==================== block 1
Block 1, the metal 1 layer:
(2 px per um) Supply wires on this layer in grey.
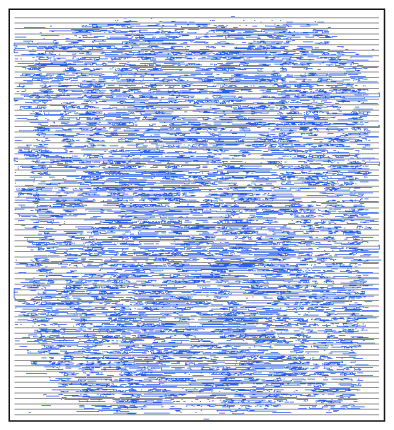
Block 1, met2 routing:
(1.5 px per um)
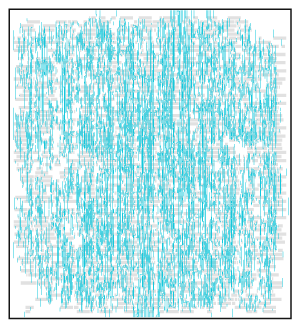
<file path="src/rtl/tick_gen_multi.sv">
// Multi-channel programmable tick generator. Each channel divides clk by its
// own runtime divisor in periodic or one-shot mode, with glitch-free retuning.
module tick_gen_multi #(
  parameter int N_CH    = 4,
  parameter int CNT_W   = 32,
  parameter int DEF_DIV = 100000,
  parameter int CH_W    = (N_CH > 1) ? $clog2(N_CH) : 1
) (
  input  logic              clk,
  input  logic              rst,
  input  logic [N_CH-1:0]   ch_en,
  input  logic              cfg_we,
  input  logic [CH_W-1:0]   cfg_ch,
  input  logic [CNT_W-1:0]  cfg_div,
  input  logic              cfg_mode,
  input  logic              sync_clr,
  output logic [N_CH-1:0]   o_tick,
  output logic [N_CH-1:0]   o_busy
);

  typedef enum logic [1:0] {IDLE, RUN, DONE} state_t;

  for (genvar gi = 0; gi < N_CH; gi++) begin : g_ch
    state_t             state_q, state_d;
    logic [CNT_W-1:0]   cnt_q, cnt_d;
    logic [CNT_W-1:0]   div_q, div_d;
    logic [CNT_W-1:0]   sh_div_q, sh_div_d;
    logic               mode_q, mode_d;
    logic               sh_mode_q, sh_mode_d;
    logic               pend_q, pend_d;
    logic               tick_q, tick_d;
    logic               wr;
    logic [CNT_W-1:0]   last_cnt;
    logic               term;

    // Out-of-range channel numbers never match any gi, so those writes are dropped.
    assign wr       = cfg_we && (cfg_ch == CH_W'(gi));
    assign last_cnt = (div_q == '0) ? '0 : div_q - CNT_W'(1);
    assign term     = (cnt_q >= last_cnt);

    always_comb begin
      state_d   = state_q;
      cnt_d     = cnt_q;
      div_d     = div_q;
      mode_d    = mode_q;
      sh_div_d  = sh_div_q;
      sh_mode_d = sh_mode_q;
      pend_d    = pend_q;
      tick_d    = 1'b0;
      case (state_q)
        IDLE: begin
          cnt_d = '0;
          if (wr) begin
            div_d  = cfg_div;
            mode_d = cfg_mode;
            pend_d = 1'b0;
          end
          if (ch_en[gi]) state_d = RUN;
        end
        RUN: begin
          // While running, writes are parked so the current period is never disturbed.
          if (wr) begin
            sh_div_d  = cfg_div;
            sh_mode_d = cfg_mode;
            pend_d    = 1'b1;
          end
          if (!ch_en[gi]) begin
            state_d = IDLE;
            cnt_d   = '0;
          end else if (sync_clr) begin
            cnt_d = '0;
          end else if (term) begin
            cnt_d  = '0;
            tick_d = 1'b1;
            if (wr) begin
              div_d  = cfg_div;
              mode_d = cfg_mode;
              pend_d = 1'b0;
            end else if (pend_q) begin
              div_d  = sh_div_q;
              mode_d = sh_mode_q;
              pend_d = 1'b0;
            end
            if (mode_q) state_d = DONE;
          end else begin
            cnt_d = cnt_q + CNT_W'(1);
          end
        end
        DONE: begin
          cnt_d = '0;
          if (wr) begin
            div_d  = cfg_div;
            mode_d = cfg_mode;
            pend_d = 1'b0;
          end
          if (!ch_en[gi]) state_d = IDLE;
        end
        default: begin
          state_d = IDLE;
          cnt_d   = '0;
        end
      endcase
    end

    always_ff @(posedge clk or posedge rst) begin
      if (rst) begin
        state_q   <= IDLE;
        cnt_q     <= '0;
        div_q     <= CNT_W'(DEF_DIV);
        mode_q    <= 1'b0;
        sh_div_q  <= CNT_W'(DEF_DIV);
        sh_mode_q <= 1'b0;
        pend_q    <= 1'b0;
        tick_q    <= 1'b0;
      end else begin
        state_q   <= state_d;
        cnt_q     <= cnt_d;
        div_q     <= div_d;
        mode_q    <= mode_d;
        sh_div_q  <= sh_div_d;
        sh_mode_q <= sh_mode_d;
        pend_q    <= pend_d;
        tick_q    <= tick_d;
      end
    end

    assign o_tick[gi] = tick_q;
    assign o_busy[gi] = (state_q == RUN);
  end

endmodule

</file>
<file path="config.mk">
export PLATFORM = sky130hd
export DESIGN_NAME = tick_gen_multi
export DESIGN_NICKNAME = d
export VERILOG_FILES = /design/src/rtl/tick_gen_multi.sv
export SDC_FILE = /design/constraint.sdc
export NUM_CORES = 1
export LEC_CHECK = 0
export ABC_AREA = 0
export CORE_ASPECT_RATIO = 1.1
export CORE_MARGIN = 2
export CORE_UTILIZATION = 65
export DETAILED_ROUTE_END_ITERATION = 7
export PLACE_DENSITY_LB_ADDON = 0.15
export SLEW_MARGIN = 40
export SYNTH_ARGS = -nofsm -noshare
export SYNTH_HDL_FRONTEND = slang
export SYNTH_SLANG_ARGS = --single-unit
</file>
<file path="constraint.sdc">
create_clock -name clk -period 23.8 [get_ports clk]
set_input_delay 2.38 -clock clk [delete_from_list [all_inputs] [get_ports clk]]
set_output_delay 2.38 -clock clk [all_outputs]
set_load 0.005 [all_outputs]
</file>
==> COMMIT_EDITMSG <==
Record implementation results from latest flow run

* Leading power group: sequential cells
- Startpoint of the worst-slack reg-to-reg timing path: g_ch[2].div_q[18]
- Along the critical path, the tally of buffer and inverter instances is 2.
- Among all flip-flop cells after synthesis, the most frequent one is sky130_fd_sc_hd__dfrtp_1.
- Max FO, Critical Path: 35
* Clock distribution area overhead in the final layout: between 5 and 6%
- Timing would allow up to between 0.15 and 0.2 GHz.
- RSZ-0062 raised after global routing: false
- After clock tree synthesis, the clock-pin slew on the worst setup and hold paths is ~0.060 ns.
- sky130_fd_sc_hd__dfrtp_1 takes more of the synthesized area than any other cell.
* Clock latency on the worst-skew pair: approximately 0.57 ns
* Post-Synth Adder-Cell Area: 7.33%
- Sw Pwr: approximately 0.67 mW
* Starting Density: 66.1%
* Final estimated routing congestion in global placement: 0.920
- Setup Total Neg Slack: 0 ns
- GR Util met3: 5.62%
- The final max-slew violation count recorded for this run is 0.
- Yosys Warn Count: 0
- Yosys mapped a number of flops with a built-in enable equal to 0.
- The largest registers in the layout are g_ch.cnt_q x128, g_ch.div_q x128, g_ch.sh_div_q x128.
- The fraction of cell area in sequential cells is reported as approximately two fifths.
- Layout Cell Area excl Fill: 26300 sq um
* Clock group: slightly below 0.7 mW
* Post-synth top cells: 372 x sky130_fd_sc_hd__nand2_1, 360 x sky130_fd_sc_hd__dfrtp_1, 271 x sky130_fd_sc_hd__nor2_1, 157 x sky130_fd_sc_hd__o21ai_0, 140 x sky130_fd_sc_hd__ha_1
* TAP cells: between 400 and 500
- Residual DRC count: 0
- Pin count of the biggest net entering global routing: ~130
- In this run switching power makes up 32.3% of total power.
- From synthesis to final layout, the design area changed by 10.1%.
* First-pass GRT wire length: 102000 um
- The flow ran to the end, and the final reports show no timing, DRC or antenna violations.
* Required time worst endpoint: roughly 24 ns
- The post-route netlist has under 10% of its cells at a drive strength greater than 1.
- The logs give a warning total of 32.
- The clock network accounts for between 30% and 40% of the total power.
- Per the synthesis report, the single largest cell type by area occupies about 38% of cell area.
Notes on 'the metal 1 layer' of block 1 above:
longest straight run: 56.6 um
share of all routed wire: 42%
wire length on this layer: 26.4 mm
main direction: horizontal
vias post-DR: 19.5k
DRT Wirelength: 62400 um
met1 Usage GRT: 43.7%

Notes on 'met2 routing' of block 1 above:
main direction: vertical
share of all routed wire: 45%
wire length on this layer: 28.1 mm
met2 capacity usage during global routing: 52.2%


==================== block 2
`config.mk`:
```
export PLATFORM = sky130hd
export DESIGN_NAME = hex_display_bank
export DESIGN_NICKNAME = d
export VERILOG_FILES = /design/src/rtl/hex_display_pkg.sv /design/src/rtl/hex_display_bank_decode.sv /design/src/rtl/hex_display_bank.sv
export SDC_FILE = /design/constraint.sdc
export NUM_CORES = 1
export LEC_CHECK = 0
export CORE_MARGIN = 2
export CORE_UTILIZATION = 50
export CTS_BUF_LIST = sky130_fd_sc_hd__clkbuf_8
export CTS_CLUSTER_SIZE = 24
export DETAILED_ROUTE_END_ITERATION = 6
export GPL_TIMING_DRIVEN = 0
export PLACE_DENSITY = 0.9
export SYNTH_ARGS = -nofsm -noshare
export SYNTH_HDL_FRONTEND = slang
export SYNTH_SLANG_ARGS = --single-unit
```
`constraint.sdc`:
```
create_clock -name clk -period 3.3 [get_ports clk]
set_input_delay 0.66 -clock clk [delete_from_list [all_inputs] [get_ports clk]]
set_output_delay 0.66 -clock clk [all_outputs]
set_load 0.02 [all_outputs]
```
`src/rtl/hex_display_pkg.sv`:
```
// Shared types and the active-low 7-segment glyph table for hex_display_bank.
package hex_display_pkg;

  typedef logic [7:0] seg_t;
  typedef logic [3:0] nibble_t;

  localparam seg_t SEG_BLANK = 8'hFF;

  // Bits 6:0 = g..a, active low; index = hex digit value.
  localparam logic [6:0] SEG_LUT [16] = '{
    7'h40, 7'h79, 7'h24, 7'h30, 7'h19, 7'h12, 7'h02, 7'h78,
    7'h00, 7'h10, 7'h08, 7'h03, 7'h46, 7'h21, 7'h06, 7'h0E
  };

endpackage

```
`src/rtl/hex_display_bank_decode.sv`:
```
// Single-digit combinational decoder: glyph lookup, dp, leading-zero blank and forced-dark override.
module hex_digit_decode
  import hex_display_pkg::*;
(
  input  nibble_t nibble,
  input  logic    dp,
  input  logic    blank,
  input  logic    dark,
  output seg_t    seg
);

  always_comb begin
    seg = SEG_BLANK;
    if (!dark) begin
      seg[7]   = ~dp;
      seg[6:0] = blank ? 7'h7F : SEG_LUT[nibble];
    end
  end

endmodule

```
`src/rtl/hex_display_bank.sv`:
```
// Registered multi-digit active-low 7-segment driver with leading-zero blanking and blink.
// Optional dimming PWM and brightness port enabled by HEX_DISPLAY_BANK_DIM_EN.
module hex_display_bank
  import hex_display_pkg::*;
#(
  parameter int NUM_DIGITS      = 6,
  parameter int NUM_SEGMENTS    = 8,
  parameter int BITS_PER_NIBBLE = 4,
  parameter int BLINK_DIV       = 25000000
) (
  input  logic                                  clk,
  input  logic                                  rst,
  input  logic                                  load,
  input  logic [NUM_DIGITS*BITS_PER_NIBBLE-1:0] value,
  input  logic [NUM_DIGITS-1:0]                 dp_mask,
  input  logic [NUM_DIGITS-1:0]                 blink_mask,
  input  logic                                  blank_lz,
`ifdef HEX_DISPLAY_BANK_DIM_EN
  input  logic [3:0]                            brightness,
`endif
  output logic                                  ack,
  output logic [NUM_DIGITS*NUM_SEGMENTS-1:0]    SS
);

  localparam int VW    = NUM_DIGITS * BITS_PER_NIBBLE;
  localparam int CNT_W = (BLINK_DIV > 1) ? $clog2(BLINK_DIV) : 1;

  logic [VW-1:0]                      value_q, value_d;
  logic [NUM_DIGITS-1:0]              dp_mask_q, dp_mask_d;
  logic [NUM_DIGITS-1:0]              blink_mask_q, blink_mask_d;
  logic                               blank_lz_q, blank_lz_d;
  logic                               load_q, load_d;
  logic                               ack_q, ack_d;
  logic [CNT_W-1:0]                   cnt_q, cnt_d;
  logic                               blink_phase_q, blink_phase_d;
  logic [NUM_DIGITS*NUM_SEGMENTS-1:0] ss_q, ss_d;
  logic [NUM_DIGITS-1:0]              blank;
  logic                               dim_off;
  seg_t                               seg_w [NUM_DIGITS];

  always_comb begin
    value_d      = value_q;
    dp_mask_d    = dp_mask_q;
    blink_mask_d = blink_mask_q;
    blank_lz_d   = blank_lz_q;
    if (load) begin
      value_d      = value;
      dp_mask_d    = dp_mask;
      blink_mask_d = blink_mask;
      blank_lz_d   = blank_lz;
    end
    load_d = load;
    ack_d  = load_q;
  end

  always_comb begin
    cnt_d         = cnt_q + 1'b1;
    blink_phase_d = blink_phase_q;
    if (cnt_q == CNT_W'(BLINK_DIV - 1)) begin
      cnt_d         = '0;
      blink_phase_d = ~blink_phase_q;
    end
  end

  // Walk from the most significant digit down; a digit blanks while the zero run is unbroken.
  always_comb begin
    logic        zero_run;
    int unsigned idx;
    zero_run = 1'b1;
    blank    = '0;
    for (int unsigned k = 0; k < NUM_DIGITS; k++) begin
      idx         = NUM_DIGITS - 1 - k;
      zero_run    = zero_run & (value_q[idx*BITS_PER_NIBBLE +: BITS_PER_NIBBLE] == '0);
      blank[idx]  = blank_lz_q & zero_run & (idx != 0);
    end
  end

`ifdef HEX_DISPLAY_BANK_DIM_EN
  logic [3:0] pwm_cnt_q, pwm_cnt_d;

  always_comb begin
    pwm_cnt_d = pwm_cnt_q + 4'd1;
    dim_off   = !((pwm_cnt_q < brightness) || (brightness == 4'hF));
  end

  always_ff @(posedge clk or posedge rst) begin
    if (rst) pwm_cnt_q <= '0;
    else     pwm_cnt_q <= pwm_cnt_d;
  end
`else
  always_comb dim_off = 1'b0;
`endif

  for (genvar g = 0; g < NUM_DIGITS; g++) begin : g_dec
    hex_digit_decode u_dec (
      .nibble (nibble_t'(value_q[g*BITS_PER_NIBBLE +: BITS_PER_NIBBLE])),
      .dp     (dp_mask_q[g]),
      .blank  (blank[g]),
      .dark   ((blink_phase_q & blink_mask_q[g]) | dim_off),
      .seg    (seg_w[g])
    );
  end

  always_comb begin
    ss_d = '1;
    for (int unsigned i = 0; i < NUM_DIGITS; i++) begin
      ss_d[i*NUM_SEGMENTS +: NUM_SEGMENTS] = NUM_SEGMENTS'(seg_w[i]);
    end
  end

  always_ff @(posedge clk or posedge rst) begin
    if (rst) begin
      value_q       <= '0;
      dp_mask_q     <= '0;
      blink_mask_q  <= '0;
      blank_lz_q    <= 1'b0;
      load_q        <= 1'b0;
      ack_q         <= 1'b0;
      cnt_q         <= '0;
      blink_phase_q <= 1'b0;
      ss_q          <= '1;
    end else begin
      value_q       <= value_d;
      dp_mask_q     <= dp_mask_d;
      blink_mask_q  <= blink_mask_d;
      blank_lz_q    <= blank_lz_d;
      load_q        <= load_d;
      ack_q         <= ack_d;
      cnt_q         <= cnt_d;
      blink_phase_q <= blink_phase_d;
      ss_q          <= ss_d;
    end
  end

  assign ack = ack_q;
  assign SS  = ss_q;

endmodule

```
==> COMMIT_EDITMSG <==
Record implementation results from latest flow run

- The run finished with clean final reports.
* Final worst-path cycle share: a little over two thirds
- The register with the most flip-flops in the layout has between 40 and 50 of them.
* Min-Delay Endpoint: ack
* Die Width: 109 um
* Fmax: between 0.4 and 0.5 GHz
- Slew at the pin with the worst max-slew slack: 0.798 ns
- Synth area leaders: sky130_fd_sc_hd__dfrtp_1 30%, sky130_fd_sc_hd__dfstp_2 23%, sky130_fd_sc_hd__ha_1 7.7%, sky130_fd_sc_hd__nand2_1 4.7%, sky130_fd_sc_hd__mux2_2 3.7%
- STA classifies the critical path endpoint as a flop.
- The final layout contains routed wiring with a total length of between 10000 and 15000 um.
- The power report shows net switching accounting for 26.8% of the total.
* TAP cells: 140
* Leading power group: sequential cells
* Chip Height: approximately 110 um
- After layout, the buffer instance count without clock buffers stands at about 110.
* Post-synth top cells: 69 x sky130_fd_sc_hd__nand2_1, 65 x sky130_fd_sc_hd__dfrtp_1, 48 x sky130_fd_sc_hd__dfstp_2, 37 x sky130_fd_sc_hd__o21ai_0, 36 x sky130_fd_sc_hd__nor2_1
- Per report_power, the sequential group accounts for 44.2% of the total.
- Hold Buf Count CTS: 0
* Most instantiated logic cells after routing: 88 x sky130_fd_sc_hd__clkdlybuf4s50_1, 69 x sky130_fd_sc_hd__nand2_1, 65 x sky130_fd_sc_hd__dfrtp_1
* Final-layout non-clock buffer area share: between 10 and 15%
* RSZ-0062 raised after global routing: false
* Largest voltage drop on the vdd net: ~0.00028 V
* Most congested layer reported by global routing: met2
Block 2, the metal 1 layer:
(3 px per um) Supply wires on this layer in grey.
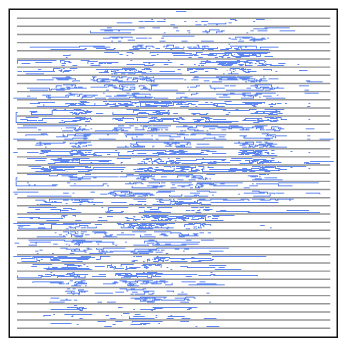
longest straight run: 23.9 um
nets with wire on the layer: 614
share of all routed wire: 41%


==================== block 3
<file path="src/rtl/gcd_sub_engine.sv">
// Iterative subtraction-based GCD engine with valid/ready operand and result handshakes.
// Optional macro GCD_ITER_COUNT_EN adds the saturating iter_count output.

// One bit of the ripple-borrow subtractor: d = a - b - bin.
module full_subt (
  input  logic a,
  input  logic b,
  input  logic bin,
  output logic d,
  output logic bout
);

  // Difference and borrow-out of a single subtractor stage
  always_comb begin
    d    = a ^ b ^ bin;
    bout = (~a & b) | (~(a ^ b) & bin);
  end

endmodule

module gcd_sub_engine #(
  parameter int WIDTH = 8
) (
  input  logic             clk,
  input  logic             rst,
  input  logic             in_valid,
  output logic             in_ready,
  input  logic [WIDTH-1:0] a_in,
  input  logic [WIDTH-1:0] b_in,
  output logic             out_valid,
  input  logic             out_ready,
  output logic [WIDTH-1:0] gcd_out
`ifdef GCD_ITER_COUNT_EN
  ,
  output logic [WIDTH:0]   iter_count
`endif
);

  typedef enum logic [1:0] {
    ST_IDLE = 2'd0,
    ST_RUN  = 2'd1,
    ST_DONE = 2'd2
  } state_t;

  state_t           state_r;
  state_t           state_nxt_s;
  logic [WIDTH-1:0] a_r;
  logic [WIDTH-1:0] b_r;
  logic [WIDTH-1:0] gcd_r;
  logic [WIDTH-1:0] a_nxt_s;
  logic [WIDTH-1:0] b_nxt_s;
  logic [WIDTH-1:0] gcd_nxt_s;
  logic             in_ready_r;
  logic             out_valid_r;

  logic [WIDTH-1:0] diff_s;
  logic [WIDTH:0]   borrow_s;
  logic             borrow_out_s;
  logic             accept_s;
  logic             run_term_s;

  // The subtractor's final borrow doubles as the A<B comparator.
  assign borrow_s[0] = 1'b0;

  genvar gi;
  generate
    for (gi = 0; gi < WIDTH; gi++) begin : g_sub
      full_subt u_cell (
        .a    (a_r[gi]),
        .b    (b_r[gi]),
        .bin  (borrow_s[gi]),
        .d    (diff_s[gi]),
        .bout (borrow_s[gi+1])
      );
    end
  endgenerate

  assign borrow_out_s = borrow_s[WIDTH];

  // Accept strobe and detection of a terminal RUN decision (rules 1-3)
  always_comb begin
    accept_s   = (state_r == ST_IDLE) && in_valid && in_ready_r;
    run_term_s = (b_r == {WIDTH{1'b0}}) || (a_r == {WIDTH{1'b0}}) ||
                 ((diff_s == {WIDTH{1'b0}}) && !borrow_out_s);
  end

  // Next-state and datapath decisions, one per clock in RUN
  always_comb begin
    state_nxt_s = state_r;
    a_nxt_s     = a_r;
    b_nxt_s     = b_r;
    gcd_nxt_s   = gcd_r;
    case (state_r)
      ST_IDLE: begin
        if (accept_s) begin
          a_nxt_s     = a_in;
          b_nxt_s     = b_in;
          state_nxt_s = ST_RUN;
        end else begin
          state_nxt_s = ST_IDLE;
        end
      end
      ST_RUN: begin
        if (b_r == {WIDTH{1'b0}}) begin
          gcd_nxt_s   = a_r;
          state_nxt_s = ST_DONE;
        end else if (a_r == {WIDTH{1'b0}}) begin
          gcd_nxt_s   = b_r;
          state_nxt_s = ST_DONE;
        end else if ((diff_s == {WIDTH{1'b0}}) && !borrow_out_s) begin
          gcd_nxt_s   = a_r;
          state_nxt_s = ST_DONE;
        end else if (!borrow_out_s) begin
          a_nxt_s     = diff_s;
          state_nxt_s = ST_RUN;
        end else begin
          a_nxt_s     = b_r;
          b_nxt_s     = a_r;
          state_nxt_s = ST_RUN;
        end
      end
      ST_DONE: begin
        if (out_ready) begin
          state_nxt_s = ST_IDLE;
        end else begin
          state_nxt_s = ST_DONE;
        end
      end
      default: begin
        state_nxt_s = ST_IDLE;
      end
    endcase
  end

  // State, operand and result registers; handshake flags registered from next state
  always_ff @(posedge clk or posedge rst) begin
    if (rst) begin
      state_r     <= ST_IDLE;
      a_r         <= {WIDTH{1'b0}};
      b_r         <= {WIDTH{1'b0}};
      gcd_r       <= {WIDTH{1'b0}};
      in_ready_r  <= 1'b1;
      out_valid_r <= 1'b0;
    end else begin
      state_r     <= state_nxt_s;
      a_r         <= a_nxt_s;
      b_r         <= b_nxt_s;
      gcd_r       <= gcd_nxt_s;
      in_ready_r  <= (state_nxt_s == ST_IDLE);
      out_valid_r <= (state_nxt_s == ST_DONE);
    end
  end

  assign in_ready  = in_ready_r;
  assign out_valid = out_valid_r;
  assign gcd_out   = gcd_r;

`ifdef GCD_ITER_COUNT_EN
  logic [WIDTH:0] iter_cnt_r;

  // Non-terminal iteration counter, cleared on accept and saturating at all-ones
  always_ff @(posedge clk or posedge rst) begin
    if (rst) begin
      iter_cnt_r <= {(WIDTH+1){1'b0}};
    end else if (accept_s) begin
      iter_cnt_r <= {(WIDTH+1){1'b0}};
    end else if ((state_r == ST_RUN) && !run_term_s && !(&iter_cnt_r)) begin
      iter_cnt_r <= iter_cnt_r + {{WIDTH{1'b0}}, 1'b1};
    end else begin
      iter_cnt_r <= iter_cnt_r;
    end
  end

  assign iter_count = iter_cnt_r;
`endif

endmodule

</file>
<file path="config.mk">
export PLATFORM = sky130hd
export DESIGN_NAME = gcd_sub_engine
export DESIGN_NICKNAME = d
export VERILOG_FILES = /design/src/rtl/gcd_sub_engine.sv
export SDC_FILE = /design/constraint.sdc
export NUM_CORES = 1
export LEC_CHECK = 0
export ABC_AREA = 0
export CAP_MARGIN = 10
export CORE_MARGIN = 2
export CORE_UTILIZATION = 30
export CTS_BUF_LIST = sky130_fd_sc_hd__clkbuf_4 sky130_fd_sc_hd__clkbuf_8
export DETAILED_ROUTE_END_ITERATION = 12
export PLACE_DENSITY = 0.58
export SYNTH_ARGS = -nofsm -noshare
export SYNTH_HDL_FRONTEND = slang
export SYNTH_SLANG_ARGS = --single-unit
</file>
<file path="constraint.sdc">
create_clock -name clk -period 7.3 [get_ports clk]
set_input_delay 1.46 -clock clk [delete_from_list [all_inputs] [get_ports clk]]
set_output_delay 1.46 -clock clk [all_outputs]
set_load 0.03 [all_outputs]
</file>
Block 3, the metal 1 layer:
(4 px per um) Supply wires on this layer in grey.
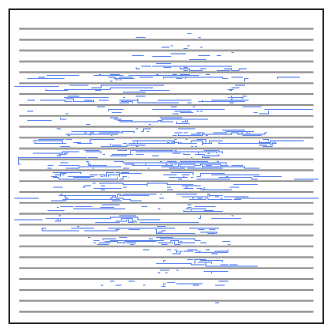
longest straight run: 25.8 um
main direction: horizontal

==> COMMIT_EDITMSG <==
Record implementation results from latest flow run

* Basic-gate share of the synthesized area counting and, or, nand and nor cells: approximately an eighth
- The number of warnings reported in the stage logs is 26.
- Yosys reports that the most numerous cell types are 27 x sky130_fd_sc_hd__dfrtp_1, 12 x sky130_fd_sc_hd__inv_1, 12 x sky130_fd_sc_hd__mux2i_1, 9 x sky130_fd_sc_hd__o21ai_0.
- The launch point of the worst min-delay path is recorded as gcd_out[7].
- Hold Crit Depth: 1
* Reg-to-reg critical path endpoint: gcd_out[1]
* RSZ-0062 raised after global routing: false
- Most instantiated logic cells after routing: 29 x sky130_fd_sc_hd__clkdlybuf4s50_1, 27 x sky130_fd_sc_hd__dfrtp_1, 12 x sky130_fd_sc_hd__inv_1, 12 x sky130_fd_sc_hd__mux2i_1, 9 x sky130_fd_sc_hd__o21ai_0
- The routed design has 3560 um of wire.
- According to the report, the first pass of detailed routing completed in 4 iterations.
- And-or/or-and share of the synthesized area: between 10% and 20%
- PortBufs: 29
* Share of total power in the clock network: 10.9%
- Per the final layout report, the fraction of cells sized above drive strength 1 comes to 11.2%.
* Die Width: between 70 and 80 um
- Starting DRC count in detailed routing: a little over 70
- The flow ran to the end, and the final reports show no timing, DRC or antenna violations.
- Chip footprint: between 6000 and 7000 sq um
* Yosys top cell by instances: sky130_fd_sc_hd__dfrtp_1
- The pin closest to its max-slew limit shows a slew of ~1.1 ns.
- Clock Sinks: 28
- Per the OpenROAD floorplan log, the area of the core is approximately 5200 sq um.
* Chip area line of the yosys report: about 1600 sq um
* Seq/total area: 33.9%
- Met2 capacity usage during global routing: 20.6%
- Yosys Warn Count: 0
- Once the floorplan was initialized, standard cells occupied about a third of the core.
* # diodes: 0

==================== block 4
--- src/rtl/process_scheduler.sv ---
// Process table plus round-robin selector: stores saved PC/state per user process,
// absorbs context-switch saves, and scans for the next READY process on OS request.
module process_scheduler #(
  parameter int NUM_PROC = 32,
  parameter int IDX_W    = 5,
  parameter int ADDR_W   = 16
) (
  input  logic              clock,
  input  logic              reset,
  input  logic              create_en,
  input  logic [IDX_W-1:0]  create_idx,
  input  logic [ADDR_W-1:0] create_pc,
  input  logic              save_en,
  input  logic [IDX_W-1:0]  save_idx,
  input  logic [ADDR_W-1:0] save_pc,
  input  logic              save_halt,
  input  logic              sched_req,
  output logic              sched_busy,
  output logic              sched_done,
  output logic              next_valid,
  output logic [IDX_W-1:0]  indice_prox_proc,
  output logic [ADDR_W-1:0] pc_prox_proc,
  output logic [IDX_W:0]    ready_count
);

  typedef enum logic [1:0] {E_FREE = 2'd0, E_READY = 2'd1, E_RUNNING = 2'd2} entry_t;
  typedef enum logic {S_IDLE = 1'b0, S_SCAN = 1'b1} sched_t;

  localparam logic [IDX_W-1:0] MAX_IDX = IDX_W'(NUM_PROC - 1);
  localparam logic [IDX_W-1:0] ONE_IDX = IDX_W'(1);
  localparam logic [IDX_W:0]   ONE_CNT = (IDX_W + 1)'(1);

  entry_t            r_state [NUM_PROC];
  entry_t            w_state_nxt [NUM_PROC];
  logic [ADDR_W-1:0] r_pc [NUM_PROC];

  sched_t           r_fsm, w_fsm_nxt;
  logic [IDX_W-1:0] r_ptr, w_ptr_nxt;
  logic [IDX_W-1:0] r_examined, w_examined_nxt;
  logic [IDX_W-1:0] r_last;
  logic             w_hit, w_done;
  logic [IDX_W:0]   w_ready_cnt;

  // Index 0 is reserved, so the pointer wraps from the top entry back to 1.
  function automatic logic [IDX_W-1:0] wrap_inc(input logic [IDX_W-1:0] idx);
    return (idx == MAX_IDX) ? ONE_IDX : idx + ONE_IDX;
  endfunction

  assign sched_busy = (r_fsm == S_SCAN);

  always_ff @(posedge clock) begin
    if (reset) begin
      r_fsm      <= S_IDLE;
      r_ptr      <= '0;
      r_examined <= '0;
    end else begin
      r_fsm      <= w_fsm_nxt;
      r_ptr      <= w_ptr_nxt;
      r_examined <= w_examined_nxt;
    end
  end

  always_comb begin
    w_fsm_nxt      = r_fsm;
    w_ptr_nxt      = r_ptr;
    w_examined_nxt = r_examined;
    w_hit          = 1'b0;
    w_done         = 1'b0;
    case (r_fsm)
      S_IDLE: begin
        if (sched_req) begin
          w_fsm_nxt      = S_SCAN;
          w_ptr_nxt      = wrap_inc(r_last);
          w_examined_nxt = '0;
        end
      end
      S_SCAN: begin
        if (r_state[r_ptr] == E_READY) begin
          w_hit     = 1'b1;
          w_done    = 1'b1;
          w_fsm_nxt = S_IDLE;
        end else if (r_examined == MAX_IDX - ONE_IDX) begin
          w_done    = 1'b1;
          w_fsm_nxt = S_IDLE;
        end else begin
          w_ptr_nxt      = wrap_inc(r_ptr);
          w_examined_nxt = r_examined + ONE_IDX;
        end
      end
      default: w_fsm_nxt = S_IDLE;
    endcase
  end

  // Priority per entry: create over save over the scan's RUNNING mark.
  always_comb begin
    w_ready_cnt = '0;
    for (int i = 0; i < NUM_PROC; i++) begin
      w_state_nxt[i] = r_state[i];
      if (i != 0) begin
        if (w_hit && r_ptr == IDX_W'(i))
          w_state_nxt[i] = E_RUNNING;
        if (save_en && save_idx == IDX_W'(i))
          w_state_nxt[i] = save_halt ? E_FREE : E_READY;
        if (create_en && create_idx == IDX_W'(i))
          w_state_nxt[i] = E_READY;
      end
      if (w_state_nxt[i] == E_READY)
        w_ready_cnt = w_ready_cnt + ONE_CNT;
    end
  end

  always_ff @(posedge clock) begin
    if (reset) begin
      for (int i = 0; i < NUM_PROC; i++) begin
        r_state[i] <= E_FREE;
        r_pc[i]    <= '0;
      end
      ready_count <= '0;
    end else begin
      for (int i = 1; i < NUM_PROC; i++) begin
        r_state[i] <= w_state_nxt[i];
        if (create_en && create_idx == IDX_W'(i))
          r_pc[i] <= create_pc;
        else if (save_en && save_idx == IDX_W'(i) && !save_halt)
          r_pc[i] <= save_pc;
      end
      ready_count <= w_ready_cnt;
    end
  end

  // Result registers hold until the next scan completes.
  always_ff @(posedge clock) begin
    if (reset) begin
      sched_done       <= 1'b0;
      next_valid       <= 1'b0;
      indice_prox_proc <= '0;
      pc_prox_proc     <= '0;
      r_last           <= '0;
    end else begin
      sched_done <= w_done;
      if (w_hit) begin
        next_valid       <= 1'b1;
        indice_prox_proc <= r_ptr;
        pc_prox_proc     <= r_pc[r_ptr];
        r_last           <= r_ptr;
      end else if (w_done) begin
        next_valid       <= 1'b0;
        indice_prox_proc <= '0;
        pc_prox_proc     <= '0;
      end
    end
  end

endmodule

--- config.mk ---
export PLATFORM = sky130hd
export DESIGN_NAME = process_scheduler
export DESIGN_NICKNAME = d
export VERILOG_FILES = /design/src/rtl/process_scheduler.sv
export SDC_FILE = /design/constraint.sdc
export NUM_CORES = 2
export LEC_CHECK = 0
export CAP_MARGIN = 0
export CELL_PAD_IN_SITES_DETAIL_PLACEMENT = 0
export CELL_PAD_IN_SITES_GLOBAL_PLACEMENT = 1
export CORE_UTILIZATION = 33
export DETAILED_ROUTE_END_ITERATION = 10
export GPL_TIMING_DRIVEN = 0
export PLACE_DENSITY_LB_ADDON = 0.05
export SYNTH_ARGS = -nofsm -noshare
export SYNTH_HDL_FRONTEND = slang
export SYNTH_SLANG_ARGS = --single-unit
--- constraint.sdc ---
create_clock -name clock -period 25.9 [get_ports clock]
set_input_delay 7.77 -clock clock [delete_from_list [all_inputs] [get_ports clock]]
set_output_delay 7.77 -clock clock [all_outputs]
set_load 0.03 [all_outputs]
Block 4, the metal 1 layer:
(1 px per um) Supply wires on this layer in grey.
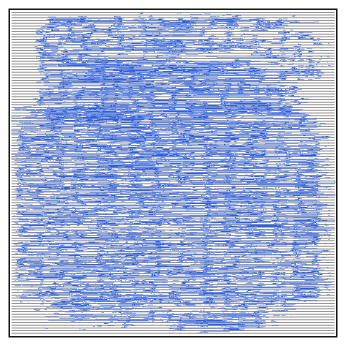
longest straight run: 124 um
wire length on this layer: 66.9 mm
share of all routed wire: 46%

==> COMMIT_EDITMSG <==
Record implementation results from latest flow run

- Buffers added to address setup during post-CTS repair amount to 8.
- In the synthesized netlist, the number of instances is approximately 3.3k.
- After clock tree synthesis, the flow added hold-fix buffers numbering 0.
- Cell seen most often among critical-path stages: sky130_fd_sc_hd__ha_1
- Netlist area before placement: between 30000 and 40000 sq um
* Synth area leaders: sky130_fd_sc_hd__edfxtp_1 43%, sky130_fd_sc_hd__mux4_2 9.4%, sky130_fd_sc_hd__nand2_1 6.6%, sky130_fd_sc_hd__dfxtp_1 6.5%, sky130_fd_sc_hd__o21ai_0 3.4%
* Xor/xnor share of the synthesized area: 3.84%
* Pin count of the biggest net entering global routing: 20
- Fill cells in the final layout number 10.3k.
* Portion of total power attributed to combinational logic: between 10% and 20%
* Yosys Warn Count: 0
* Reg-to-reg critical path endpoint: ready_count[5]
- The area fraction of the largest cell type after synthesis is between 40 and 50%.
- Among all flip-flop cells after synthesis, the most frequent one is sky130_fd_sc_hd__edfxtp_1.
- Register share of total power: 43.0%
- Max FO, Critical Path: 7
- Looking at the hold checks, the worst path lands on indice_prox_proc[2].
- Chip footprint: 106000 sq um
* Post-DR wirelength/cell: about 30 um
- Dominant kind of cell: sequential cells
- Based on the critical path, the design can be clocked at up to 0.0402 GHz.
- During tapcell insertion the tool placed roughly 1.4k well taps.
- Per the cell usage report, the commonest logic cell in the layout is sky130_fd_sc_hd__nand2_1.
- In the finished design, the share of the clock period the worst path needs comes to between 90% and 100%.
- Wire segments on met3 add up to 9970 um in the final route.
- Max_slew headroom: 3.45%
- After synthesis, the share of flip-flops with an asynchronous set or reset is 0%.
* Yosys top cell by instances: sky130_fd_sc_hd__nand2_1
- Sw Pwr: between 0.7 and 0.8 mW
* Run status: complete, no violations
- The initial antenna violation count was 5.
- Flops out of synthesis: between 600 and 700
- The global routing report lists met2 layer usage as between 40% and 50%.

==================== block 5
Block 5, the metal 1 layer:
(4 px per um) Supply wires on this layer in grey.
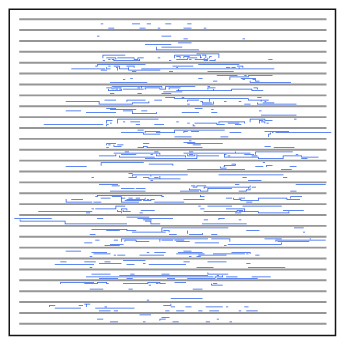
Block 5, met2 routing:
(3 px per um)
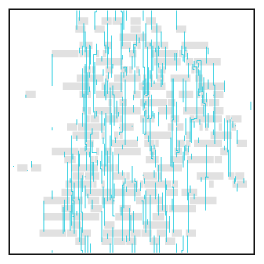
Block 5, met3 routing:
(4 px per um)
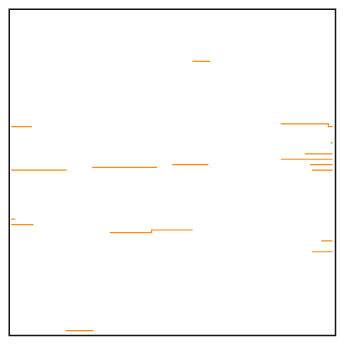
File: src/rtl/differential_decoder.sv
// Streaming differential decoder: integrates N 2-bit symbols serially, one per clock.
// Optional macro DIFF_DEC_CHAIN_EN carries the last decoded base across words.
module differential_decoder #(
  parameter int unsigned N = 8
) (
  input  logic           clk_i,
  input  logic           rst_i,
  input  logic           in_valid_i,
  output logic           in_ready_o,
  input  logic           in_first_i,
  input  logic [2*N-1:0] word_in_i,
  output logic           out_valid_o,
  input  logic           out_ready_i,
  output logic [2*N-1:0] word_out_o
);

  localparam int unsigned CntW = $clog2(N) + 1;
  localparam int unsigned W    = 2 * N;

  typedef enum logic [1:0] {StIdle, StDecode, StDone} state_e;

  state_e          state_q, state_d;
  logic [W-1:0]    shift_q, shift_d;
  logic [W-1:0]    word_q, word_d;
  logic [1:0]      carry_q, carry_d;
  logic [CntW-1:0] cnt_q, cnt_d;

  logic [1:0] carry_start;
  logic [1:0] sym;
  logic [1:0] sum;
  logic       accept;
  logic       last_sym;

  // Symbol 0 sits in the MSBs; the shift register moves the next symbol up each cycle.
  assign sym      = shift_q[W-1 -: 2];
  assign sum      = carry_q + sym;
  assign accept   = in_valid_i && (state_q == StIdle);
  assign last_sym = (cnt_q == CntW'(N - 1));

`ifdef DIFF_DEC_CHAIN_EN
  assign carry_start = in_first_i ? 2'b00 : carry_q;
`else
  logic unused_first;
  assign unused_first = in_first_i;
  assign carry_start  = 2'b00;
`endif

  always_ff @(posedge clk_i or posedge rst_i) begin
    if (rst_i) begin
      state_q <= StIdle;
    end else begin
      state_q <= state_d;
    end
  end

  always_comb begin
    state_d = state_q;
    unique case (state_q)
      StIdle:   if (accept) state_d = StDecode;
      StDecode: if (last_sym) state_d = StDone;
      StDone:   if (out_ready_i) state_d = StIdle;
      default:  state_d = StIdle;
    endcase
  end

  always_comb begin
    in_ready_o  = (state_q == StIdle) && !rst_i;
    out_valid_o = (state_q == StDone);
    word_out_o  = word_q;
  end

  // carry_q doubles as the running accumulator, so it ends each word holding d[N-1].
  always_comb begin
    shift_d = shift_q;
    word_d  = word_q;
    carry_d = carry_q;
    cnt_d   = cnt_q;
    if (accept) begin
      shift_d = word_in_i;
      carry_d = carry_start;
      cnt_d   = '0;
    end else if (state_q == StDecode) begin
      shift_d = shift_q << 2;
      carry_d = sum;
      cnt_d   = cnt_q + 1'b1;
      for (int unsigned i = 0; i < N; i++) begin
        if (cnt_q == CntW'(i)) begin
          word_d[2*(N-1-i) +: 2] = sum;
        end
      end
    end
  end

  always_ff @(posedge clk_i or posedge rst_i) begin
    if (rst_i) begin
      shift_q <= '0;
      word_q  <= '0;
      carry_q <= '0;
      cnt_q   <= '0;
    end else begin
      shift_q <= shift_d;
      word_q  <= word_d;
      carry_q <= carry_d;
      cnt_q   <= cnt_d;
    end
  end

endmodule

File: config.mk
export PLATFORM = sky130hd
export DESIGN_NAME = differential_decoder
export DESIGN_NICKNAME = d
export VERILOG_FILES = /design/src/rtl/differential_decoder.sv
export SDC_FILE = /design/constraint.sdc
export NUM_CORES = 1
export LEC_CHECK = 0
export CORE_MARGIN = 2
export CORE_UTILIZATION = 30
export CTS_CLUSTER_SIZE = 28
export DETAILED_ROUTE_END_ITERATION = 8
export PLACE_DENSITY = 0.57
export SYNTH_ARGS = -nofsm -noshare
export SYNTH_HDL_FRONTEND = slang
export SYNTH_SLANG_ARGS = --single-unit
File: constraint.sdc
create_clock -name clk_i -period 1.7 [get_ports clk_i]
set_input_delay 0.425 -clock clk_i [delete_from_list [all_inputs] [get_ports clk_i]]
set_output_delay 0.425 -clock clk_i [all_outputs]
set_load 0.01 [all_outputs]
==> COMMIT_EDITMSG <==
Record implementation results from latest flow run

* Most congested layer reported by global routing: met2
- After synthesis, the netlist uses 30 different library cells.
- Fraction of final layout cells with drive strength greater than 1: roughly 15%
* Final estimated routing congestion in global placement: 0.732
- Antenna violations before repair: 0
* Post-DR wirelength/cell: 13.0 um
* Post-synth top cells: 45 x sky130_fd_sc_hd__nand2_1, 40 x sky130_fd_sc_hd__dfrtp_1, 14 x sky130_fd_sc_hd__a22oi_1, 8 x sky130_fd_sc_hd__mux2_2, 7 x sky130_fd_sc_hd__mux2_1
- The number of warnings reported in the stage logs is 30.
- Layout clock buffers: 6
* Comb area share: slightly above 30%
* Max_slew headroom: 73.0%
* Clock latency on the worst-skew pair: 0.29 ns
- Starting Density: approximately 31%
* Largest voltage drop on the vdd net: between 0.0005 and 0.0006 V
- For reference, XOR and XNOR gates occupy less than 1% of the area reported after synthesis.
* Flop area: about 1000 sq um
- Signal inverters: 4
- Net count, final: roughly 230
- Netlist area before placement: approximately 1800 sq um
- The finished layout holds 278 standard cells, fillers aside.
* Worst Reg-to-Reg Cells: 4
- Hold Crit Depth: 2
* Basic-gate share of the synthesized area counting and, or, nand and nor cells: about 17%
* Critical Path Sink: word_out_o[7]
* CTS tree: yes
- Power comes to around 4.2 mW.
- #MultiIn Comb: 106
* Chip footprint: 6590 sq um
- Dpl cells: ~270
- Synth Instances: roughly 160
- Per the detail_route report, vias per standard cell equal roughly 4.6.
* Startpoint of the worst-slack reg-to-reg timing path: state_q[1]
- # diodes: 0
- The run finished with clean final reports.
* Synth area leaders: sky130_fd_sc_hd__dfrtp_1 56%, sky130_fd_sc_hd__nand2_1 9.5%, sky130_fd_sc_hd__a22oi_1 5.9%, sky130_fd_sc_hd__mux2_2 5.0%, sky130_fd_sc_hd__mux2_1 4.4%
- And-or/or-and share of the synthesized area: 8.33%
* Async SR Flop Fraction: 100%
- Total stage count of the critical path: 1
* Library cell contributing the largest single delay on the critical path: sky130_fd_sc_hd__clkdlybuf4s50_1
- DRT Wirelength: 3620 um
* Share of total power in the clock network: between 10% and 20%
* Final worst-path cycle share: between 90% and 100%
## Picture notes: 'the metal 1 layer' of block 5
share of all routed wire: 46%
longest straight run: 33.1 um
wire length on this layer: 1660 um
nets with wire on the layer: 199

## Picture notes: 'met2 routing' of block 5
nets with wire on the layer: 195
main direction: vertical
longest straight run: 31.6 um
wire length on this layer: 1770 um

## Picture notes: 'met3 routing' of block 5
nets with wire on the layer: 15
share of all routed wire: 3.6%
wire length on this layer: 131 um


==================== block 6
Block 6, the metal 1 layer:
(4 px per um) Supply wires on this layer in grey.
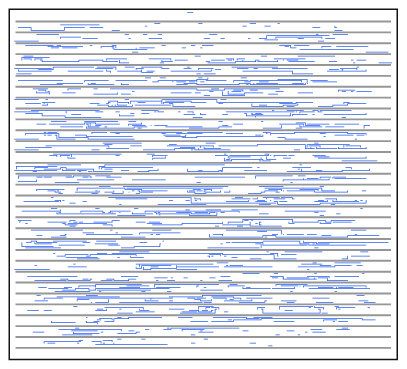
Block 6, met2 routing:
(3 px per um)
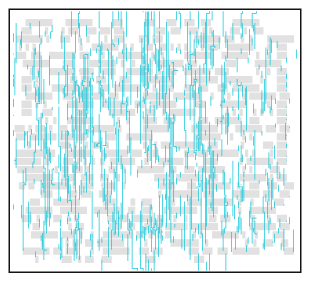
[src/rtl/cpu0_oci_dct_arbiter.sv]
// cpu0_oci_dct_arbiter: arbitrates two 2-bit trace atom sources into a 15-atom packing buffer and launches packed frames
// Ports:
//   clk, reset_n               clock, asynchronous active-low reset
//   trace_enable               gates all grants
//   req_a/atom_a, req_b/atom_b requesters; gnt_a/gnt_b combinational grants
//   flush                      pulse requesting launch of a partial buffer
//   out_valid/out_ready        frame handshake; out_data/out_count hold the frame
//   dct_buffer/dct_count       live packing buffer and its atom count
module cpu0_oci_dct_arbiter #(
  parameter int IDLE_TIMEOUT = 16
) (
  input  logic        clk,
  input  logic        reset_n,
  input  logic        trace_enable,
  input  logic        req_a,
  input  logic        req_b,
  input  logic [1:0]  atom_a,
  input  logic [1:0]  atom_b,
  output logic        gnt_a,
  output logic        gnt_b,
  input  logic        flush,
  input  logic        out_ready,
  output logic        out_valid,
  output logic [29:0] out_data,
  output logic [3:0]  out_count,
  output logic [29:0] dct_buffer,
  output logic [3:0]  dct_count
);
  logic       flush_pend;
  logic       last_b;
  logic [7:0] idle_cnt;
  logic       reg_free;
  logic       launch;
  logic       accept_ok;
  logic       accept;
  logic [1:0] atom;
  always_comb begin
    reg_free  = !out_valid || out_ready;
    launch    = reg_free && dct_count != 4'd0 &&
                (dct_count == 4'd15 || flush_pend || idle_cnt == 8'(IDLE_TIMEOUT));
    // reset_n gates grants so nothing is offered while reset is held
    accept_ok = reset_n && trace_enable && dct_count != 4'd15 && !launch;
    gnt_a     = accept_ok && req_a && (!req_b || last_b);
    gnt_b     = accept_ok && req_b && !gnt_a;
    accept    = gnt_a || gnt_b;
    atom      = gnt_a ? atom_a : atom_b;
  end
  always_ff @(posedge clk or negedge reset_n) begin
    if (!reset_n) begin
      out_valid  <= 1'b0;
      out_data   <= '0;
      out_count  <= '0;
      dct_buffer <= '0;
      dct_count  <= '0;
      flush_pend <= 1'b0;
      idle_cnt   <= '0;
      last_b     <= 1'b1;
    end else if (launch) begin
      out_valid  <= 1'b1;
      out_data   <= dct_buffer;
      out_count  <= dct_count;
      dct_buffer <= '0;
      dct_count  <= '0;
      flush_pend <= 1'b0;
      idle_cnt   <= '0;
    end else begin
      if (out_valid && out_ready) out_valid <= 1'b0;
      if (accept) begin
        dct_buffer <= dct_buffer | (30'(atom) << {dct_count, 1'b0});
        dct_count  <= dct_count + 4'd1;
        last_b     <= gnt_b;
        idle_cnt   <= '0;
      end else if (dct_count != 4'd0 && idle_cnt < 8'(IDLE_TIMEOUT)) begin
        idle_cnt <= idle_cnt + 8'd1;
      end
      // a flush seen while the buffer is empty and nothing arrives is dropped
      flush_pend <= (dct_count == 4'd0 && !accept) ? 1'b0 : (flush_pend || flush);
    end
  end
endmodule

[config.mk]
export PLATFORM = sky130hd
export DESIGN_NAME = cpu0_oci_dct_arbiter
export DESIGN_NICKNAME = d
export VERILOG_FILES = /design/src/rtl/cpu0_oci_dct_arbiter.sv
export SDC_FILE = /design/constraint.sdc
export NUM_CORES = 1
export LEC_CHECK = 0
export CELL_PAD_IN_SITES_DETAIL_PLACEMENT = 1
export CELL_PAD_IN_SITES_GLOBAL_PLACEMENT = 1
export CORE_ASPECT_RATIO = 0.9
export CORE_UTILIZATION = 41
export CTS_CLUSTER_DIAMETER = 200
export DETAILED_ROUTE_END_ITERATION = 10
export PLACE_DENSITY_LB_ADDON = 0.05
export SLEW_MARGIN = 20
export SYNTH_ARGS = -nofsm -noshare
export SYNTH_HDL_FRONTEND = slang
export SYNTH_SLANG_ARGS = --single-unit
export TNS_END_PERCENT = 1
[constraint.sdc]
create_clock -name clk -period 5.7 [get_ports clk]
set_clock_uncertainty 0.2 [all_clocks]
set_input_delay 1.14 -clock clk [delete_from_list [all_inputs] [get_ports clk]]
set_output_delay 1.14 -clock clk [all_outputs]
set_load 0.03 [all_outputs]
==> COMMIT_EDITMSG <==
Record implementation results from latest flow run

- Signal inverters: 7
* Most congested layer reported by global routing: met2
- Max fanout on the critical path was recorded as 3.
- Switching power as a fraction of the total was reported as a little over two fifths.
- Source of the worst hold timing path: out_data[11]
* DP HPWL: 5250 um
- After layout, the design draws a total of about 1.9 mW.
- Maximum Capacitance Violations: 0
* Cells in synth_stat.txt: 295
* Cell accounting for the most synthesized area: sky130_fd_sc_hd__dfrtp_1
- In the final design, more cell area goes to sequential cells than to any other class.
- Share of total power in the clock network: between 20% and 30%
- VDD sags by at most around 0.00022 V.
- Count of placed standard cells in the final layout, fillers left out: ~480
* Maximum single-stage delay on the critical path: 0.81 ns
- Die Width: about 97 um
- And-or/or-and share of the synthesized area: 13.4%
- Number of warnings in the stage logs: 28
- STA lists the endpoint of the worst register-to-register path as dct_buffer[19].
- Launch point of the critical path: out_ready
- Arrival @ worst endpoint: approximately 3.3 ns
- Together, buffers and inverters on the worst path number 3.
- Critical Path Sink: gnt_b
- The registers reported with the highest flop counts are dct_buffer x30, out_data x30, idle_cnt x8.
* Antenna violations before repair: 0
- The layout has about 840 filler cells.
- Chip area line of the yosys report: roughly 3300 sq um
- The flow ran to the end, and the final reports show no timing, DRC or antenna violations.
* Post-Synth Adder-Cell Area: 1.51%
- Setup Total Neg Slack: 0 ns
- The synthesis run shows multiplexers occupying 1.51% of the cell area.
- The worst setup path is captured at an output pin.
- Hold repair after CTS inserted 0 buffers.
- Total length of routed met3 wires: 527 um
* Fmax: ~0.21 GHz
- Power Density: 433 nW/um^2
* Yosys top cell by instances: sky130_fd_sc_hd__nand2_1
- The H-tree generated during clock tree synthesis spans 3 levels.
Notes on 'the metal 1 layer' of block 6 above:
share of all routed wire: 48%
main direction: horizontal
nets with wire on the layer: 327
longest straight run: 29.9 um

Notes on 'met2 routing' of block 6 above:
longest straight run: 34.0 um
share of all routed wire: 45%
main direction: vertical
nets with wire on the layer: 341


==================== block 7
--- config.mk ---
export PLATFORM = sky130hd
export DESIGN_NAME = frame_fetch_ctrl
export DESIGN_NICKNAME = d
export VERILOG_FILES = /design/src/rtl/frame_fetch_ctrl.sv
export SDC_FILE = /design/constraint.sdc
export NUM_CORES = 1
export LEC_CHECK = 0
export ABC_AREA = 1
export CAP_MARGIN = 20
export CORE_AREA = 2 2 65 67
export CTS_CLUSTER_SIZE = 20
export DETAILED_ROUTE_END_ITERATION = 8
export DIE_AREA = 0 0 67 69
export PLACE_DENSITY_LB_ADDON = 0.3
export SLEW_MARGIN = 20
export SYNTH_ARGS = -nofsm -noshare
export SYNTH_HDL_FRONTEND = slang
export SYNTH_SLANG_ARGS = --single-unit
export TNS_END_PERCENT = 1
--- constraint.sdc ---
create_clock -name clk -period 2.2 [get_ports clk]
set_input_delay 0.33 -clock clk [delete_from_list [all_inputs] [get_ports clk]]
set_output_delay 0.33 -clock clk [all_outputs]
set_load 0.01 [all_outputs]
--- src/rtl/frame_fetch_ctrl.sv ---
// frame_fetch_ctrl: fetches pixels from the external framebuffer over the
// reset / next-pixel / 4-bit return interface and buffers them in a small FIFO
// so the VGA side can pop one pixel per pixel clock.
// Optional feature macro: FETCH_PIXEL_REPEAT_EN adds the 4-bit pix_repeat
// input ("repeat" is a reserved word); each entry is then presented
// pix_repeat+1 times before the head advances.
module frame_fetch_ctrl #(
   parameter int PIXEL_W    = 4,
   parameter int DEPTH      = 4,
   parameter int LAT        = 3,
   parameter int STROBE_HI  = 1,
   parameter int RST_CYCLES = 2
) (
   input  logic               clk,
   input  logic               rst_n,
   input  logic               enable,
   input  logic               frame_start,
   output logic               frame_reset_out,
   output logic               frame_next_pixel_out,
   input  logic [PIXEL_W-1:0] frame_pixel_in,
   input  logic               pix_rd,
`ifdef FETCH_PIXEL_REPEAT_EN
   input  logic [3:0]         pix_repeat,
`endif
   output logic [PIXEL_W-1:0] pix_data,
   output logic               pix_empty,
   output logic               underrun
);
   localparam int AW  = (DEPTH > 1) ? $clog2(DEPTH) : 1;
   localparam int CW  = $clog2(DEPTH) + 1;
   localparam int RCW = $clog2(RST_CYCLES + 1);
   localparam int TW  = 4;
   localparam logic [TW-1:0]  LAT_C    = TW'(LAT);
   localparam logic [TW-1:0]  STB_LAST = TW'(STROBE_HI - 1);
   localparam logic [RCW-1:0] RST_LAST = RCW'(RST_CYCLES - 1);
   localparam logic [CW-1:0]  DEPTH_C  = CW'(DEPTH);

   typedef enum logic [2:0] {IDLE, RST, CHECK, STROBE, WAIT} state_t;

   state_t             state, next_state;
   logic [RCW-1:0]     rst_cnt;
   logic [TW-1:0]      tcnt;
   logic               restart, push, pop_ok, adv;
   logic               reset_nxt, stb_nxt;
   logic [PIXEL_W-1:0] mem [DEPTH];
   logic [AW-1:0]      wr_ptr, rd_ptr;
   logic [CW-1:0]      count, count_nxt;

   // A frame start always wins; only IDLE honours the enable gate.
   assign restart = frame_start && ((state != IDLE) || enable);
   // The sample lands on the LAT-th cycle after the first strobe cycle.
   assign push    = (state == WAIT) && (tcnt == LAT_C) && !restart;
   assign pop_ok  = pix_rd && (count != '0) && !restart;

`ifdef FETCH_PIXEL_REPEAT_EN
   logic [3:0] rep_cnt;
   assign adv = pop_ok && (rep_cnt == pix_repeat);
`else
   assign adv = pop_ok;
`endif

   assign count_nxt = count + CW'(push) - CW'(adv);

   // State register plus the registered strobes
   always_ff @(posedge clk or negedge rst_n) begin
      if (!rst_n) begin
         state                <= IDLE;
         frame_reset_out      <= 1'b0;
         frame_next_pixel_out <= 1'b0;
      end else begin
         state                <= next_state;
         frame_reset_out      <= reset_nxt;
         frame_next_pixel_out <= stb_nxt;
      end
   end

   // Next-state decision
   always_comb begin
      next_state = state;
      if (restart) next_state = RST;
      else begin
         case (state)
            IDLE:    next_state = IDLE;
            RST:     if (rst_cnt == RST_LAST) next_state = CHECK;
            CHECK:   if (enable && (count < DEPTH_C)) next_state = STROBE;
            STROBE:  if (tcnt == STB_LAST) next_state = WAIT;
            WAIT:    if (tcnt == LAT_C) next_state = CHECK;
            default: next_state = IDLE;
         endcase
      end
   end

   // Strobe levels follow the state being entered so they are registered
   always_comb begin
      reset_nxt = (next_state == RST);
      stb_nxt   = (next_state == STROBE);
   end

   // Phase counters: reset-pulse length and fetch latency
   always_ff @(posedge clk or negedge rst_n) begin
      if (!rst_n) begin
         rst_cnt <= '0;
         tcnt    <= '0;
      end else begin
         if (restart)            rst_cnt <= '0;
         else if (state == RST)  rst_cnt <= rst_cnt + 1'b1;
         if (next_state == STROBE && state != STROBE) tcnt <= '0;
         else if (state == STROBE || state == WAIT)   tcnt <= tcnt + 1'b1;
      end
   end

   // FIFO storage; no reset needed since count guards every read
   always_ff @(posedge clk) begin
      if (push) mem[wr_ptr] <= frame_pixel_in;
   end

   // FIFO pointers, count, head register and sticky underrun
   always_ff @(posedge clk or negedge rst_n) begin
      if (!rst_n) begin
         wr_ptr    <= '0;
         rd_ptr    <= '0;
         count     <= '0;
         pix_data  <= '0;
         pix_empty <= 1'b1;
         underrun  <= 1'b0;
      end else if (restart) begin
         wr_ptr    <= '0;
         rd_ptr    <= '0;
         count     <= '0;
         pix_empty <= 1'b1;
         underrun  <= 1'b0;
      end else begin
         if (push) wr_ptr <= wr_ptr + 1'b1;
         if (pop_ok) pix_data <= mem[rd_ptr];
         if (adv) rd_ptr <= rd_ptr + 1'b1;
         if (pix_rd && count == '0) underrun <= 1'b1;
         count     <= count_nxt;
         pix_empty <= (count_nxt == '0);
      end
   end

`ifdef FETCH_PIXEL_REPEAT_EN
   // Presentation counter for the current head entry
   always_ff @(posedge clk or negedge rst_n) begin
      if (!rst_n)       rep_cnt <= '0;
      else if (restart) rep_cnt <= '0;
      else if (adv)     rep_cnt <= '0;
      else if (pop_ok)  rep_cnt <= rep_cnt + 1'b1;
   end
`endif

endmodule
Block 7, the metal 1 layer:
(6 px per um) Supply wires on this layer in grey.
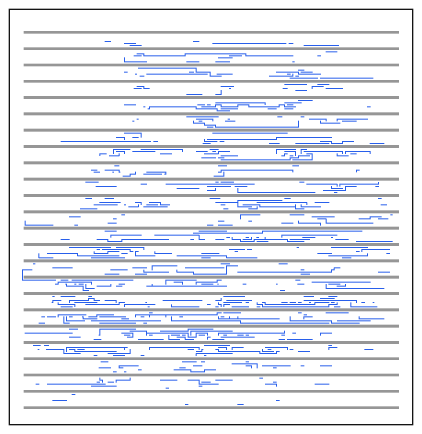
main direction: horizontal
nets with wire on the layer: 230
longest straight run: 16.6 um

==> COMMIT_EDITMSG <==
Record implementation results from latest flow run

* Run status: complete, no violations
- Power drawn by the combinational cells: roughly 1.1 mW
- Among all cell classes, the greatest summed area belongs to sequential cells.
- Arrival @ worst endpoint: 2.30 ns
- Once detail routing completed, the nets flagged for antenna violations numbered 0.
* Leading power group: combinational cells
- Synthesis instantiated 27 different standard cells from the library.
- #MultiIn Comb: about 120
* Signal inverters: 39
* Endpoint kind of the worst setup timing path: flop
- For this run, the top clock speed supported by timing is around 0.48 GHz.
* Overflow left after global routing: 0
- Clock group: ~0.53 mW
- Met2 WL: around 1700 um
- Among the non-sequential cells, simple AND/OR/NAND/NOR gates take the most area.
- Placeable core area: a little under 4000 sq um
* Met1 Usage GRT: between 20% and 30%
* Starting DRC count in detailed routing: a little under 60
- Final hold analysis gives a worst-case slack of around 0.40 ns.
* Crit path launch type: flop
- I/O Pins: 17


==> screenshots <==
Ports around the boundary.
panel A
(4 px per um) Pins as bars across the die edge, other pins in grey.
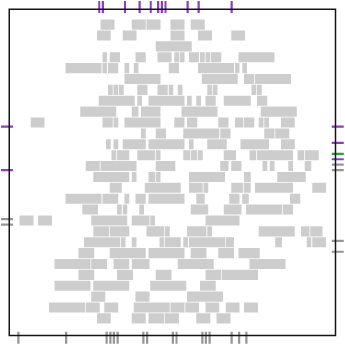
panel B
(4 px per um) Pins as bars across the die edge, other pins in grey.
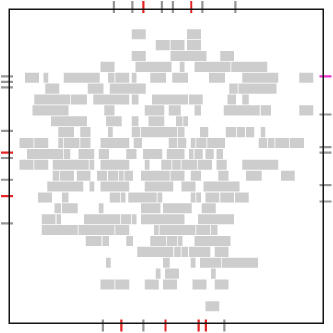
panel C
(6 px per um) Pins as bars across the die edge, other pins in grey.
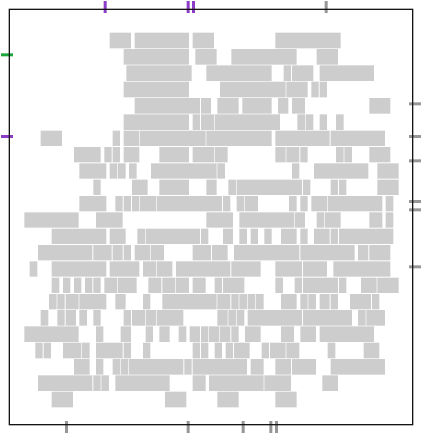
panel D
(4 px per um) Pins as bars across the die edge, other pins in grey.
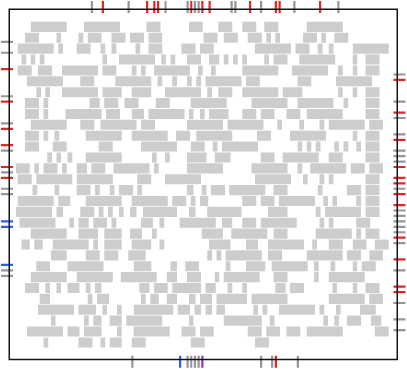
- fewest pins: panel C
panel B: block 3
panel D: block 6
panel A: block 5
panel C: block 7

No activity file was given, so power comes from the tool's default toggle rates.
